=== bram_mode_arbiter_flat ===
==> bram_mode_arbiter_flat/clocks.png <==
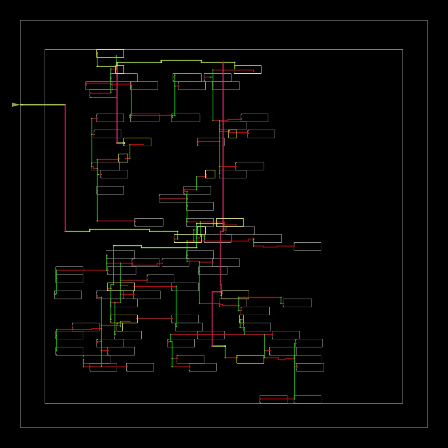

--- src/rtl/bram_arb_pkg.sv ---
// Shared types for the BRAM mode arbiter: FSM state encodings, switch bit
// positions, port-owner enum and switch decode helpers.
package bram_arb_pkg;

  typedef enum logic [2:0] {
    ST_IDLE = 3'd0,
    ST_LOAD = 3'd1,
    ST_ARM  = 3'd2,
    ST_RUN  = 3'd3,
    ST_DONE = 3'd4,
    ST_DUMP = 3'd5
  } arb_state_t;

  localparam int SW_RX  = 0;
  localparam int SW_RUN = 1;
  localparam int SW_TX  = 2;

  typedef enum logic [1:0] {
    OWN_NONE = 2'd0,
    OWN_IO   = 2'd1,
    OWN_PRO  = 2'd2
  } owner_t;

  // A legal mode request has exactly one switch set.
  function automatic logic sw_legal(input logic [2:0] sw);
    return $onehot(sw);
  endfunction

  // More than one switch set at once.
  function automatic logic sw_multi(input logic [2:0] sw);
    return (sw[0] & sw[1]) | (sw[0] & sw[2]) | (sw[1] & sw[2]);
  endfunction

endpackage

--- src/rtl/bram_mode_arbiter_if.sv ---
// Bus bundle between the arbiter, its two clients (IO loader and processor)
// and the single BRAM port. The arbiter side uses the master modport.
interface bram_mode_arbiter_if #(
  parameter int ADDR_W = 16,
  parameter int DATA_W = 16
);
  logic [ADDR_W-1:0] io_addr;
  logic [DATA_W-1:0] io_wdata;
  logic              io_we;
  logic [DATA_W-1:0] io_rdata;

  logic [ADDR_W-1:0] pro_addr;
  logic [DATA_W-1:0] pro_wdata;
  logic              pro_we;
  logic [DATA_W-1:0] pro_rdata;

  logic [ADDR_W-1:0] mem_addr;
  logic [DATA_W-1:0] mem_wdata;
  logic              mem_we;
  logic              mem_en;
  logic [DATA_W-1:0] mem_rdata;

  modport master (
    input  io_addr, io_wdata, io_we,
    input  pro_addr, pro_wdata, pro_we,
    input  mem_rdata,
    output io_rdata, pro_rdata,
    output mem_addr, mem_wdata, mem_we, mem_en
  );

  modport slave (
    output io_addr, io_wdata, io_we,
    output pro_addr, pro_wdata, pro_we,
    output mem_rdata,
    input  io_rdata, pro_rdata,
    input  mem_addr, mem_wdata, mem_we, mem_en
  );
endinterface

--- src/rtl/bram_port_mux.sv ---
// BRAM port mux: combinational address/data/write-enable selection from the
// current owner, plus one-cycle registered read-return routing. The client
// that does not own the returned read keeps its last rdata value.
module bram_port_mux
  import bram_arb_pkg::*;
#(
  parameter int ADDR_W = 16,
  parameter int DATA_W = 16
) (
  input  logic              clk_100,
  input  logic              rst,
  input  owner_t            owner,
  input  logic              io_we_ok,
  input  logic              pro_we_ok,
  input  logic [ADDR_W-1:0] io_addr,
  input  logic [DATA_W-1:0] io_wdata,
  input  logic              io_we,
  input  logic [ADDR_W-1:0] pro_addr,
  input  logic [DATA_W-1:0] pro_wdata,
  input  logic              pro_we,
  input  logic [DATA_W-1:0] mem_rdata,
  output logic [ADDR_W-1:0] mem_addr,
  output logic [DATA_W-1:0] mem_wdata,
  output logic              mem_we,
  output logic              mem_en,
  output logic [DATA_W-1:0] io_rdata,
  output logic [DATA_W-1:0] pro_rdata
);

  owner_t            rd_owner_q;
  logic [DATA_W-1:0] io_hold_q;
  logic [DATA_W-1:0] pro_hold_q;

  // Drive the BRAM port from whichever client owns it; nothing when idle.
  always_comb begin
    mem_addr  = '0;
    mem_wdata = '0;
    mem_we    = 1'b0;
    mem_en    = 1'b0;
    case (owner)
      OWN_IO: begin
        mem_en    = 1'b1;
        mem_addr  = io_addr;
        mem_wdata = io_wdata;
        mem_we    = io_we & io_we_ok;
      end
      OWN_PRO: begin
        mem_en    = 1'b1;
        mem_addr  = pro_addr;
        mem_wdata = pro_wdata;
        mem_we    = pro_we & pro_we_ok;
      end
      default: ;
    endcase
  end

  // Track who issued last cycle's read and latch returned data per client.
  always_ff @(posedge clk_100 or posedge rst) begin
    if (rst) begin
      rd_owner_q <= OWN_NONE;
      io_hold_q  <= '0;
      pro_hold_q <= '0;
    end else begin
      rd_owner_q <= owner;
      if (rd_owner_q == OWN_IO)  io_hold_q  <= mem_rdata;
      if (rd_owner_q == OWN_PRO) pro_hold_q <= mem_rdata;
    end
  end

  // The BRAM has one cycle of latency, so fresh data is passed straight
  // through in the cycle it arrives; otherwise the held value is shown.
  assign io_rdata  = (rd_owner_q == OWN_IO)  ? mem_rdata : io_hold_q;
  assign pro_rdata = (rd_owner_q == OWN_PRO) ? mem_rdata : pro_hold_q;

endmodule

--- src/rtl/bram_mode_arbiter.sv ---
// BRAM mode arbiter: grants the shared data BRAM to the UART IO client or the
// processor based on the mode switches, and sequences the processor enable.
// Optional build macro RUN_WATCHDOG_EN adds a run-length watchdog that forces
// DONE and raises a sticky timeout flag.
//
// state | meaning
// IDLE  | no owner, BRAM port disabled; waits for a single legal switch
// LOAD  | IO client owns the BRAM, writes allowed
// ARM   | processor owns the BRAM, start delay running, pro_en low
// RUN   | processor enabled, run_cycles counting
// DONE  | processor halted, run_cycles held until run switch drops
// DUMP  | IO client owns the BRAM, writes blocked
module bram_mode_arbiter
  import bram_arb_pkg::*;
#(
  parameter int ADDR_W      = 16,
  parameter int DATA_W      = 16,
  parameter int START_DELAY = 2,
  parameter int CNT_W       = 32,
  parameter int WDOG_CYCLES = 1000000
) (
  input  logic             clk_100,
  input  logic             rst,
  input  logic [2:0]       ctrl_sw,
  bram_mode_arbiter_if.master bus,
  input  logic             pro_finished,
  output logic             pro_en,
  output logic [2:0]       state,
  output logic [CNT_W-1:0] run_cycles,
  output logic             led_pro,
  output logic             mode_err,
  output logic             timeout
);

  localparam int DLY_W = (START_DELAY > 1) ? $clog2(START_DELAY) : 1;

  arb_state_t       state_q;
  arb_state_t       state_d;
  logic [DLY_W-1:0] dly_q;
  logic             sw_ok;
  logic             wdog_hit;
  logic             arm_entry;
  owner_t           owner;

  assign sw_ok     = sw_legal(ctrl_sw);
  assign arm_entry = (state_q == ST_IDLE) && (state_d == ST_ARM);

`ifdef RUN_WATCHDOG_EN
  localparam int WD_W = (WDOG_CYCLES > 1) ? $clog2(WDOG_CYCLES) : 1;

  logic [WD_W-1:0] wdog_q;

  assign wdog_hit = (state_q == ST_RUN) && (wdog_q == '0);

  // Watchdog down-counter: reloaded outside RUN, terminal count ends the run.
  always_ff @(posedge clk_100 or posedge rst) begin
    if (rst) begin
      wdog_q <= WD_W'(WDOG_CYCLES - 1);
    end else if (state_q != ST_RUN) begin
      wdog_q <= WD_W'(WDOG_CYCLES - 1);
    end else if (wdog_q != '0) begin
      wdog_q <= wdog_q - 1'b1;
    end
  end

  // Sticky timeout, cleared only when a new run is armed.
  always_ff @(posedge clk_100 or posedge rst) begin
    if (rst) begin
      timeout <= 1'b0;
    end else if (arm_entry) begin
      timeout <= 1'b0;
    end else if (wdog_hit && ctrl_sw[SW_RUN]) begin
      timeout <= 1'b1;
    end
  end
`else
  logic unused_wdog;

  assign wdog_hit    = 1'b0;
  assign timeout     = 1'b0;
  assign unused_wdog = |32'(WDOG_CYCLES);
`endif

  // Next-state decode; any mode change is forced through IDLE so an
  // in-flight read drains before the port changes hands.
  always_comb begin
    state_d = state_q;
    case (state_q)
      ST_IDLE: begin
        if (sw_ok) begin
          if (ctrl_sw[SW_RX])       state_d = ST_LOAD;
          else if (ctrl_sw[SW_RUN]) state_d = ST_ARM;
          else                      state_d = ST_DUMP;
        end
      end
      ST_LOAD: if (!sw_ok || !ctrl_sw[SW_RX]) state_d = ST_IDLE;
      ST_DUMP: if (!sw_ok || !ctrl_sw[SW_TX]) state_d = ST_IDLE;
      ST_ARM: begin
        if (!ctrl_sw[SW_RUN])  state_d = ST_IDLE;
        else if (dly_q == '0)  state_d = ST_RUN;
      end
      ST_RUN: begin
        if (!ctrl_sw[SW_RUN])              state_d = ST_IDLE;
        else if (pro_finished || wdog_hit) state_d = ST_DONE;
      end
      ST_DONE: if (!ctrl_sw[SW_RUN]) state_d = ST_IDLE;
      default: state_d = ST_IDLE;
    endcase
  end

  // State register.
  always_ff @(posedge clk_100 or posedge rst) begin
    if (rst) state_q <= ST_IDLE;
    else     state_q <= state_d;
  end

  // Start-delay down-counter, loaded outside ARM so each ARM visit starts fresh.
  always_ff @(posedge clk_100 or posedge rst) begin
    if (rst) begin
      dly_q <= DLY_W'(START_DELAY - 1);
    end else if (state_q != ST_ARM) begin
      dly_q <= DLY_W'(START_DELAY - 1);
    end else if (dly_q != '0) begin
      dly_q <= dly_q - 1'b1;
    end
  end

  // Saturating count of enabled cycles, cleared when a new run is armed.
  always_ff @(posedge clk_100 or posedge rst) begin
    if (rst) begin
      run_cycles <= '0;
    end else if (arm_entry) begin
      run_cycles <= '0;
    end else if (pro_en && (run_cycles != '1)) begin
      run_cycles <= run_cycles + 1'b1;
    end
  end

  // Registered flag for conflicting switch settings.
  always_ff @(posedge clk_100 or posedge rst) begin
    if (rst) mode_err <= 1'b0;
    else     mode_err <= sw_multi(ctrl_sw);
  end

  // Owner decode from the current state.
  always_comb begin
    owner = OWN_NONE;
    case (state_q)
      ST_LOAD, ST_DUMP:        owner = OWN_IO;
      ST_ARM, ST_RUN, ST_DONE: owner = OWN_PRO;
      default:                 owner = OWN_NONE;
    endcase
  end

  // pro_en decodes straight from the state register, so an async reset
  // drops it without waiting for a clock edge.
  assign pro_en  = (state_q == ST_RUN);
  assign led_pro = (state_q == ST_RUN);
  assign state   = state_q;

  bram_port_mux #(
    .ADDR_W (ADDR_W),
    .DATA_W (DATA_W)
  ) u_port_mux (
    .clk_100   (clk_100),
    .rst       (rst),
    .owner     (owner),
    .io_we_ok  (state_q == ST_LOAD),
    .pro_we_ok (pro_en),
    .io_addr   (bus.io_addr),
    .io_wdata  (bus.io_wdata),
    .io_we     (bus.io_we),
    .pro_addr  (bus.pro_addr),
    .pro_wdata (bus.pro_wdata),
    .pro_we    (bus.pro_we),
    .mem_rdata (bus.mem_rdata),
    .mem_addr  (bus.mem_addr),
    .mem_wdata (bus.mem_wdata),
    .mem_we    (bus.mem_we),
    .mem_en    (bus.mem_en),
    .io_rdata  (bus.io_rdata),
    .pro_rdata (bus.pro_rdata)
  );

endmodule
--- src/flat_wrapper.sv ---
// flat-port wrapper written by rule: the top's interface ports become plain ports
module bram_mode_arbiter_flat import bram_arb_pkg::*;
#(
  parameter int ADDR_W      = 16,
  parameter int DATA_W      = 16,
  parameter int START_DELAY = 2,
  parameter int CNT_W       = 32,
  parameter int WDOG_CYCLES = 1000000
)
  (clk_100, rst, ctrl_sw, pro_finished, pro_en, state, run_cycles, led_pro, mode_err, timeout, bus_io_addr, bus_io_wdata, bus_io_we, bus_pro_addr, bus_pro_wdata, bus_pro_we, bus_mem_rdata, bus_io_rdata, bus_pro_rdata, bus_mem_addr, bus_mem_wdata, bus_mem_we, bus_mem_en);
  bram_mode_arbiter_if #(.ADDR_W(ADDR_W), .DATA_W(DATA_W)) bus_i ();
  input  logic clk_100;
  input  logic rst;
  input  logic [2:0] ctrl_sw;
  input  logic pro_finished;
  output logic pro_en;
  output logic [2:0] state;
  output logic [CNT_W-1:0] run_cycles;
  output logic led_pro;
  output logic mode_err;
  output logic timeout;
  input wire logic [$bits(bus_i.io_addr)-1:0] bus_io_addr;
  input wire logic [$bits(bus_i.io_wdata)-1:0] bus_io_wdata;
  input wire logic [$bits(bus_i.io_we)-1:0] bus_io_we;
  input wire logic [$bits(bus_i.pro_addr)-1:0] bus_pro_addr;
  input wire logic [$bits(bus_i.pro_wdata)-1:0] bus_pro_wdata;
  input wire logic [$bits(bus_i.pro_we)-1:0] bus_pro_we;
  input wire logic [$bits(bus_i.mem_rdata)-1:0] bus_mem_rdata;
  output wire logic [$bits(bus_i.io_rdata)-1:0] bus_io_rdata;
  output wire logic [$bits(bus_i.pro_rdata)-1:0] bus_pro_rdata;
  output wire logic [$bits(bus_i.mem_addr)-1:0] bus_mem_addr;
  output wire logic [$bits(bus_i.mem_wdata)-1:0] bus_mem_wdata;
  output wire logic [$bits(bus_i.mem_we)-1:0] bus_mem_we;
  output wire logic [$bits(bus_i.mem_en)-1:0] bus_mem_en;
  assign bus_i.io_addr = bus_io_addr;
  assign bus_i.io_wdata = bus_io_wdata;
  assign bus_i.io_we = bus_io_we;
  assign bus_i.pro_addr = bus_pro_addr;
  assign bus_i.pro_wdata = bus_pro_wdata;
  assign bus_i.pro_we = bus_pro_we;
  assign bus_i.mem_rdata = bus_mem_rdata;
  assign bus_io_rdata = bus_i.io_rdata;
  assign bus_pro_rdata = bus_i.pro_rdata;
  assign bus_mem_addr = bus_i.mem_addr;
  assign bus_mem_wdata = bus_i.mem_wdata;
  assign bus_mem_we = bus_i.mem_we;
  assign bus_mem_en = bus_i.mem_en;
  bram_mode_arbiter #(.ADDR_W(ADDR_W), .DATA_W(DATA_W), .START_DELAY(START_DELAY), .CNT_W(CNT_W), .WDOG_CYCLES(WDOG_CYCLES)) u_core (.clk_100(clk_100), .rst(rst), .ctrl_sw(ctrl_sw), .bus(bus_i), .pro_finished(pro_finished), .pro_en(pro_en), .state(state), .run_cycles(run_cycles), .led_pro(led_pro), .mode_err(mode_err), .timeout(timeout));
endmodule
--- config.mk ---
export PLATFORM = sky130hd
export DESIGN_NAME = bram_mode_arbiter_flat
export DESIGN_NICKNAME = d
export VERILOG_FILES = /design/src/rtl/bram_arb_pkg.sv /design/src/rtl/bram_mode_arbiter_if.sv /design/src/rtl/bram_port_mux.sv /design/src/rtl/bram_mode_arbiter.sv /design/src/flat_wrapper.sv
export SDC_FILE = /design/constraint.sdc
export NUM_CORES = 1
export LEC_CHECK = 0
export CELL_PAD_IN_SITES_DETAIL_PLACEMENT = 1
export CELL_PAD_IN_SITES_GLOBAL_PLACEMENT = 1
export CORE_MARGIN = 8
export CORE_UTILIZATION = 27
export DETAILED_ROUTE_END_ITERATION = 12
export HOLD_SLACK_MARGIN = 0.02
export PLACE_DENSITY = 0.88
export SETUP_SLACK_MARGIN = 0.2
export SLEW_MARGIN = 10
export SYNTH_ARGS = -nofsm -noshare
export SYNTH_HDL_FRONTEND = slang
export SYNTH_SLANG_ARGS = --single-unit
--- constraint.sdc ---
create_clock -name clk_100 -period 2.2 [get_ports clk_100]
set_input_delay 0.44 -clock clk_100 [delete_from_list [all_inputs] [get_ports clk_100]]
set_output_delay 0.44 -clock clk_100 [all_outputs]
set_load 0.02 [all_outputs]
=== ifft_seq_ctrl ===
<file path="src/rtl/ifft_seq_ctrl.sv">
`default_nettype none
// ============================================================================
// ifft_seq_ctrl -- loader -> FFT -> drain frame sequencer with ack watchdog
// Revision: 1.0
// ============================================================================
module ifft_seq_ctrl #(
  parameter int ACK_TIMEOUT = 16,
  parameter int FRAME_CNT_W = 16
) (
  input  logic                   clk,
  input  logic                   reset_n,
  input  logic                   start,
  input  logic                   stop,
  input  logic [FRAME_CNT_W-1:0] num_frames,
  input  logic                   err_clr,
  output logic                   slave_go,
  output logic                   fft_go,
  output logic                   master_go,
  input  logic                   slave_busy,
  input  logic                   fft_busy,
  input  logic                   master_busy,
  output logic [1:0]             bram_owner,
  output logic                   run_active,
  output logic                   frame_done,
  output logic [FRAME_CNT_W-1:0] frames_done,
  output logic                   error,
  output logic [1:0]             error_stage
);

  localparam int WD_W = (ACK_TIMEOUT > 2) ? $clog2(ACK_TIMEOUT) : 1;
  // The watchdog holds k-1 on the k-th ack cycle, so this value makes ERROR
  // appear exactly ACK_TIMEOUT cycles after the go pulse.
  localparam logic [WD_W-1:0] WD_LAST = WD_W'(ACK_TIMEOUT - 2);

  typedef enum logic [3:0] {
    S_IDLE, S_LD_GO, S_LD_WAIT, S_FFT_GO, S_FFT_WAIT,
    S_DR_GO, S_DR_WAIT, S_FRAME_END, S_ERROR
  } state_t;

  state_t                 state_q, state_d;
  logic                   ack_q, ack_d;
  logic [WD_W-1:0]        wd_q, wd_d;
  logic                   stop_pend_q, stop_pend_d;
  logic [FRAME_CNT_W-1:0] nf_q, nf_d;
  logic [FRAME_CNT_W-1:0] fcnt_q, fcnt_d;
  logic                   error_q, error_d;
  logic [1:0]             err_stage_q, err_stage_d;

  logic                   in_wait;
  logic                   wait_busy;
  logic [1:0]             wait_stage;
  state_t                 wait_next;
  logic [FRAME_CNT_W-1:0] fcnt_inc;

  assign fcnt_inc    = (fcnt_q == '1) ? fcnt_q : fcnt_q + 1'b1;
  assign frames_done = fcnt_q;
  assign error       = error_q;
  assign error_stage = err_stage_q;

  always_comb begin
    state_d     = state_q;
    ack_d       = ack_q;
    wd_d        = wd_q;
    stop_pend_d = stop_pend_q;
    nf_d        = nf_q;
    fcnt_d      = fcnt_q;
    error_d     = error_q;
    err_stage_d = err_stage_q;
    slave_go    = 1'b0;
    fft_go      = 1'b0;
    master_go   = 1'b0;
    bram_owner  = 2'd0;
    run_active  = 1'b1;
    frame_done  = 1'b0;
    in_wait     = 1'b0;
    wait_busy   = 1'b0;
    wait_stage  = 2'd0;
    wait_next   = S_IDLE;

    case (state_q)
      S_IDLE: begin
        run_active = 1'b0;
        if (start) begin
          state_d     = S_LD_GO;
          fcnt_d      = '0;
          stop_pend_d = 1'b0;
          nf_d        = num_frames;
        end
      end
      S_LD_GO: begin
        slave_go   = 1'b1;
        bram_owner = 2'd1;
        ack_d      = 1'b0;
        wd_d       = '0;
        state_d    = S_LD_WAIT;
      end
      S_LD_WAIT: begin
        bram_owner = 2'd1;
        in_wait    = 1'b1;
        wait_busy  = slave_busy;
        wait_stage = 2'd1;
        wait_next  = S_FFT_GO;
      end
      S_FFT_GO: begin
        fft_go     = 1'b1;
        bram_owner = 2'd2;
        ack_d      = 1'b0;
        wd_d       = '0;
        state_d    = S_FFT_WAIT;
      end
      S_FFT_WAIT: begin
        bram_owner = 2'd2;
        in_wait    = 1'b1;
        wait_busy  = fft_busy;
        wait_stage = 2'd2;
        wait_next  = S_DR_GO;
      end
      S_DR_GO: begin
        master_go  = 1'b1;
        bram_owner = 2'd3;
        ack_d      = 1'b0;
        wd_d       = '0;
        state_d    = S_DR_WAIT;
      end
      S_DR_WAIT: begin
        bram_owner = 2'd3;
        in_wait    = 1'b1;
        wait_busy  = master_busy;
        wait_stage = 2'd3;
        wait_next  = S_FRAME_END;
      end
      S_FRAME_END: begin
        frame_done = 1'b1;
        fcnt_d     = fcnt_inc;
        if (stop_pend_q || stop || ((nf_q != '0) && (fcnt_inc == nf_q)))
          state_d = S_IDLE;
        else
          state_d = S_LD_GO;
      end
      S_ERROR: begin
        run_active = 1'b0;
        if (err_clr) begin
          state_d     = S_IDLE;
          error_d     = 1'b0;
          err_stage_d = 2'd0;
        end
      end
      default: begin
        run_active = 1'b0;
        state_d    = S_IDLE;
      end
    endcase

    // Shared two-phase wait: ack phase under the watchdog, then busy falling.
    if (in_wait) begin
      if (!ack_q) begin
        if (wait_busy) begin
          ack_d = 1'b1;
        end else if (wd_q == WD_LAST) begin
          state_d     = S_ERROR;
          error_d     = 1'b1;
          err_stage_d = wait_stage;
        end else begin
          wd_d = wd_q + 1'b1;
        end
      end else if (!wait_busy) begin
        state_d = wait_next;
      end
    end

    if (run_active && stop)
      stop_pend_d = 1'b1;
  end

  always_ff @(posedge clk or negedge reset_n) begin
    if (!reset_n) begin
      state_q     <= S_IDLE;
      ack_q       <= 1'b0;
      wd_q        <= '0;
      stop_pend_q <= 1'b0;
      nf_q        <= '0;
      fcnt_q      <= '0;
      error_q     <= 1'b0;
      err_stage_q <= 2'd0;
    end else begin
      state_q     <= state_d;
      ack_q       <= ack_d;
      wd_q        <= wd_d;
      stop_pend_q <= stop_pend_d;
      nf_q        <= nf_d;
      fcnt_q      <= fcnt_d;
      error_q     <= error_d;
      err_stage_q <= err_stage_d;
    end
  end

endmodule
`default_nettype wire
</file>
<file path="config.mk">
export PLATFORM = sky130hd
export DESIGN_NAME = ifft_seq_ctrl
export DESIGN_NICKNAME = d
export VERILOG_FILES = /design/src/rtl/ifft_seq_ctrl.sv
export SDC_FILE = /design/constraint.sdc
export NUM_CORES = 1
export LEC_CHECK = 0
export ABC_AREA = 1
export CELL_PAD_IN_SITES_DETAIL_PLACEMENT = 0
export CELL_PAD_IN_SITES_GLOBAL_PLACEMENT = 1
export CORE_MARGIN = 1
export CORE_UTILIZATION = 30
export DETAILED_ROUTE_END_ITERATION = 7
export GPL_TIMING_DRIVEN = 1
export HOLD_SLACK_MARGIN = 0.12
export PLACE_DENSITY_LB_ADDON = 0.15
export RECOVER_POWER = 25
export SLEW_MARGIN = 20
export SYNTH_ARGS = -nofsm -noshare
export SYNTH_HDL_FRONTEND = slang
export SYNTH_SLANG_ARGS = --single-unit
</file>
<file path="constraint.sdc">
create_clock -name clk -period 1.95 [get_ports clk]
set_clock_uncertainty 0.1 [all_clocks]
set_input_delay 0.39 -clock clk [delete_from_list [all_inputs] [get_ports clk]]
set_output_delay 0.39 -clock clk [all_outputs]
set_load 0.02 [all_outputs]
</file>

==> screenshots <==
Wiring by layer.
Only two layers are drawn.
shot_01.png
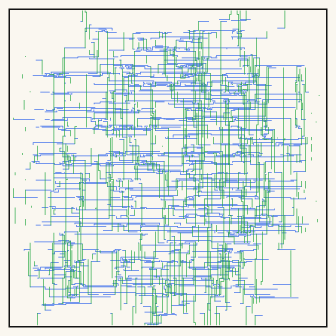
shot_02.png
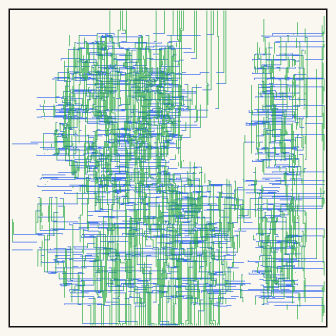
For ifft_seq_ctrl, see shot_01.png.
For bram_mode_arbiter_flat, see shot_02.png.
The one with the most wire is shot_02.png.

Key to shot_02.png:
Key: blue = metal 1 [wire length 7,960 um]; green = metal 2 [wire length 10,700 um]

==> bram_mode_arbiter_flat/io_fan.png <==
Scale bar: 50 um.
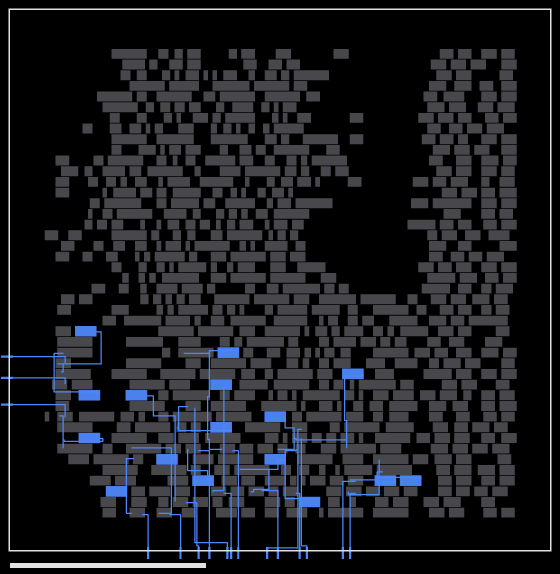
Key: blue = `bus_io_rdata` [bits 16, direction output, end cells 16, buffers 16, wire 744 um]

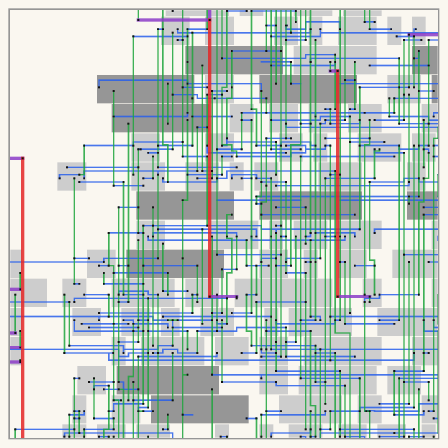
(bram_mode_arbiter_flat/detail.png)
Window x 14 to 54, y 83 to 123 um. Cells in gray, sequential cells in the stronger gray; small squares are vias.
Key: green = metal 2; red = metal 4; blue = metal 1; purple = metal 3
Sequential cells in the window: 9. Netlist names of flops here include `u_core.run_cycles` (9). Most frequent: or4_1 (8), dfrtp_1 (7). 75 logic cells have their middle in the window.

## Picture notes: bram_mode_arbiter_flat/clocks.png
total number of sequential cells: 71
number of CTS-inserted buffers: 9
clock insertion delay at the later pin of the skew report: 0.35 ns
setup skew after layout: 0.0101 ns

==> run notes, bram_mode_arbiter_flat <==
On the worst path, the slowest cell contributes a delay of 0.45 ns. The floorplan step records an initial core utilization of 27.6%. Setup-violating endpoint count in the final report: 34. The final reports fail on negative setup slack. Per the synthesis report, the dominant area consumer among library cells is sky130_fd_sc_hd__dfrtp_1. The run finished, with violations left. The run gives 20.5% for the total routing usage reported by global routing. The congestion estimate from routability-driven global placement came to 0.823. Summing the areas of all fa, ha and maj instances in the mapped netlist gives 1.75% of the synthesized area. For the least setup slack across all paths after layout, the log shows -0.188 ns.

The completed layout was analyzed and its total power is 8.39 mW. Headroom to the max-slew limit came out at 66.8%. Counting cells, the worst reg-to-reg path comes to 6.

For the final max-slew violation count, the log shows 0. The tools report the start point of the critical path as u_core.state[1]. The number of non-clock buffers came out at 278.
==> bram_mode_arbiter_flat: state kept, by name, indices dropped and copies added, names as in the netlist <==
signal and flops:
u_core.run_cycles 32, u_core.u_port_mux.io_hold_q 16, u_core.u_port_mux.pro_hold_q 16, u_core.state 3, u_core.u_port_mux.rd_owner_q 2, u_core.dly_q 1, u_core.mode_err 1
==> bram_mode_arbiter_flat: report_power, final <==
group / internal [mW] / switching [mW]
Sequential: 1.82 / 0.514
Combinational: 2.49 / 2.19
Clock: 0.769 / 0.617
Total: 5.08 / 3.32
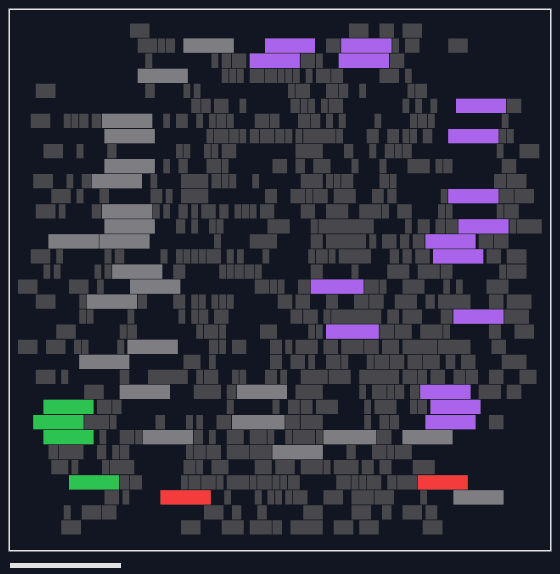
(ifft_seq_ctrl/flops_by_reg.png)
Scale bar: 20 um.
Key: red = `error_stage` [placed flops 2]; green = `wd_q` [placed flops 4, where lower left]; purple = `frames_done` [placed flops 16]

==> run notes, ifft_seq_ctrl <==
The flow ran to the end, but the final reports show violations. The final reports fail on negative setup slack. The run gives 9.04% for the compound-cell area share of the yosys netlist.

Per the layout report, the design carries 130 non-clock buffers. According to the floorplan report, the placeable core area is 8760 um^2. For the die footprint, the log shows 9520 um^2. The run gives 395 as the number of standard cells after synthesis. The post-synth count of flops with an enable pin is 0.

The run gives 3450 um as the routed length on met2. The total length of routed met3 wires came out at 251 um. Leaving out fill and tap cells, the most frequent cell in the layout is sky130_fd_sc_hd__nand2_1. TritonCTS built the clock tree. The overall die width came out at 97.6 um. The script extracted a net switching power of 2.45 mW. The tools report the least setup slack across all paths after layout as -0.00487 ns. The Yosys step of the flow raised 0 warnings. The number of maximum-capacitance violations recorded for the run is 0.

The logs give 1 for the setup-violating endpoint count in the final report and 11.4% for the clock network fraction of total power. The most common cell in the netlist was sky130_fd_sc_hd__nand2_1. Global routing consumed, on the met2 layer, 24.9% of the routing resources.

CTS saw 45 sinks. The main power-consuming group is combinational logic. The worst setup path is launched from a flop.

On the final layout, the worst hold slack is 0.379 ns. The number of standard cells in the layout, taps in and fillers out came out at 634. The cell area after placement was 3880 um^2; the delay of the slowest critical-path stage was 0.46 ns. The fraction of cell area in sequential cells is reported as 25.7%. The net count of the finished layout is 552.

Per the OpenROAD power report, leakage power amounts to 2.14 nW.
-- ifft_seq_ctrl: critical path, delay by kind of cell, from the launching register on --
family / cells / cell delay, ns
simple gates: 6 / 0.73
flops: 1 / 0.46
compound gates: 2 / 0.26
buf+inv: 4 / 0.33
-- ifft_seq_ctrl: kinds of logic (layout without fill, tap and decap cells) --
family / Yosys count / in the layout
adder cells (fa/ha/maj): 3 / 3
AND/OR/NAND/NOR: 233 / 234
flip-flops: 45 / 45
XOR/XNOR: 9 / 9
buffers and inverters: 60 / 190
AND-OR/OR-AND: 45 / 45

Power figures rest on the tool's default switching activity, not on a simulated workload.
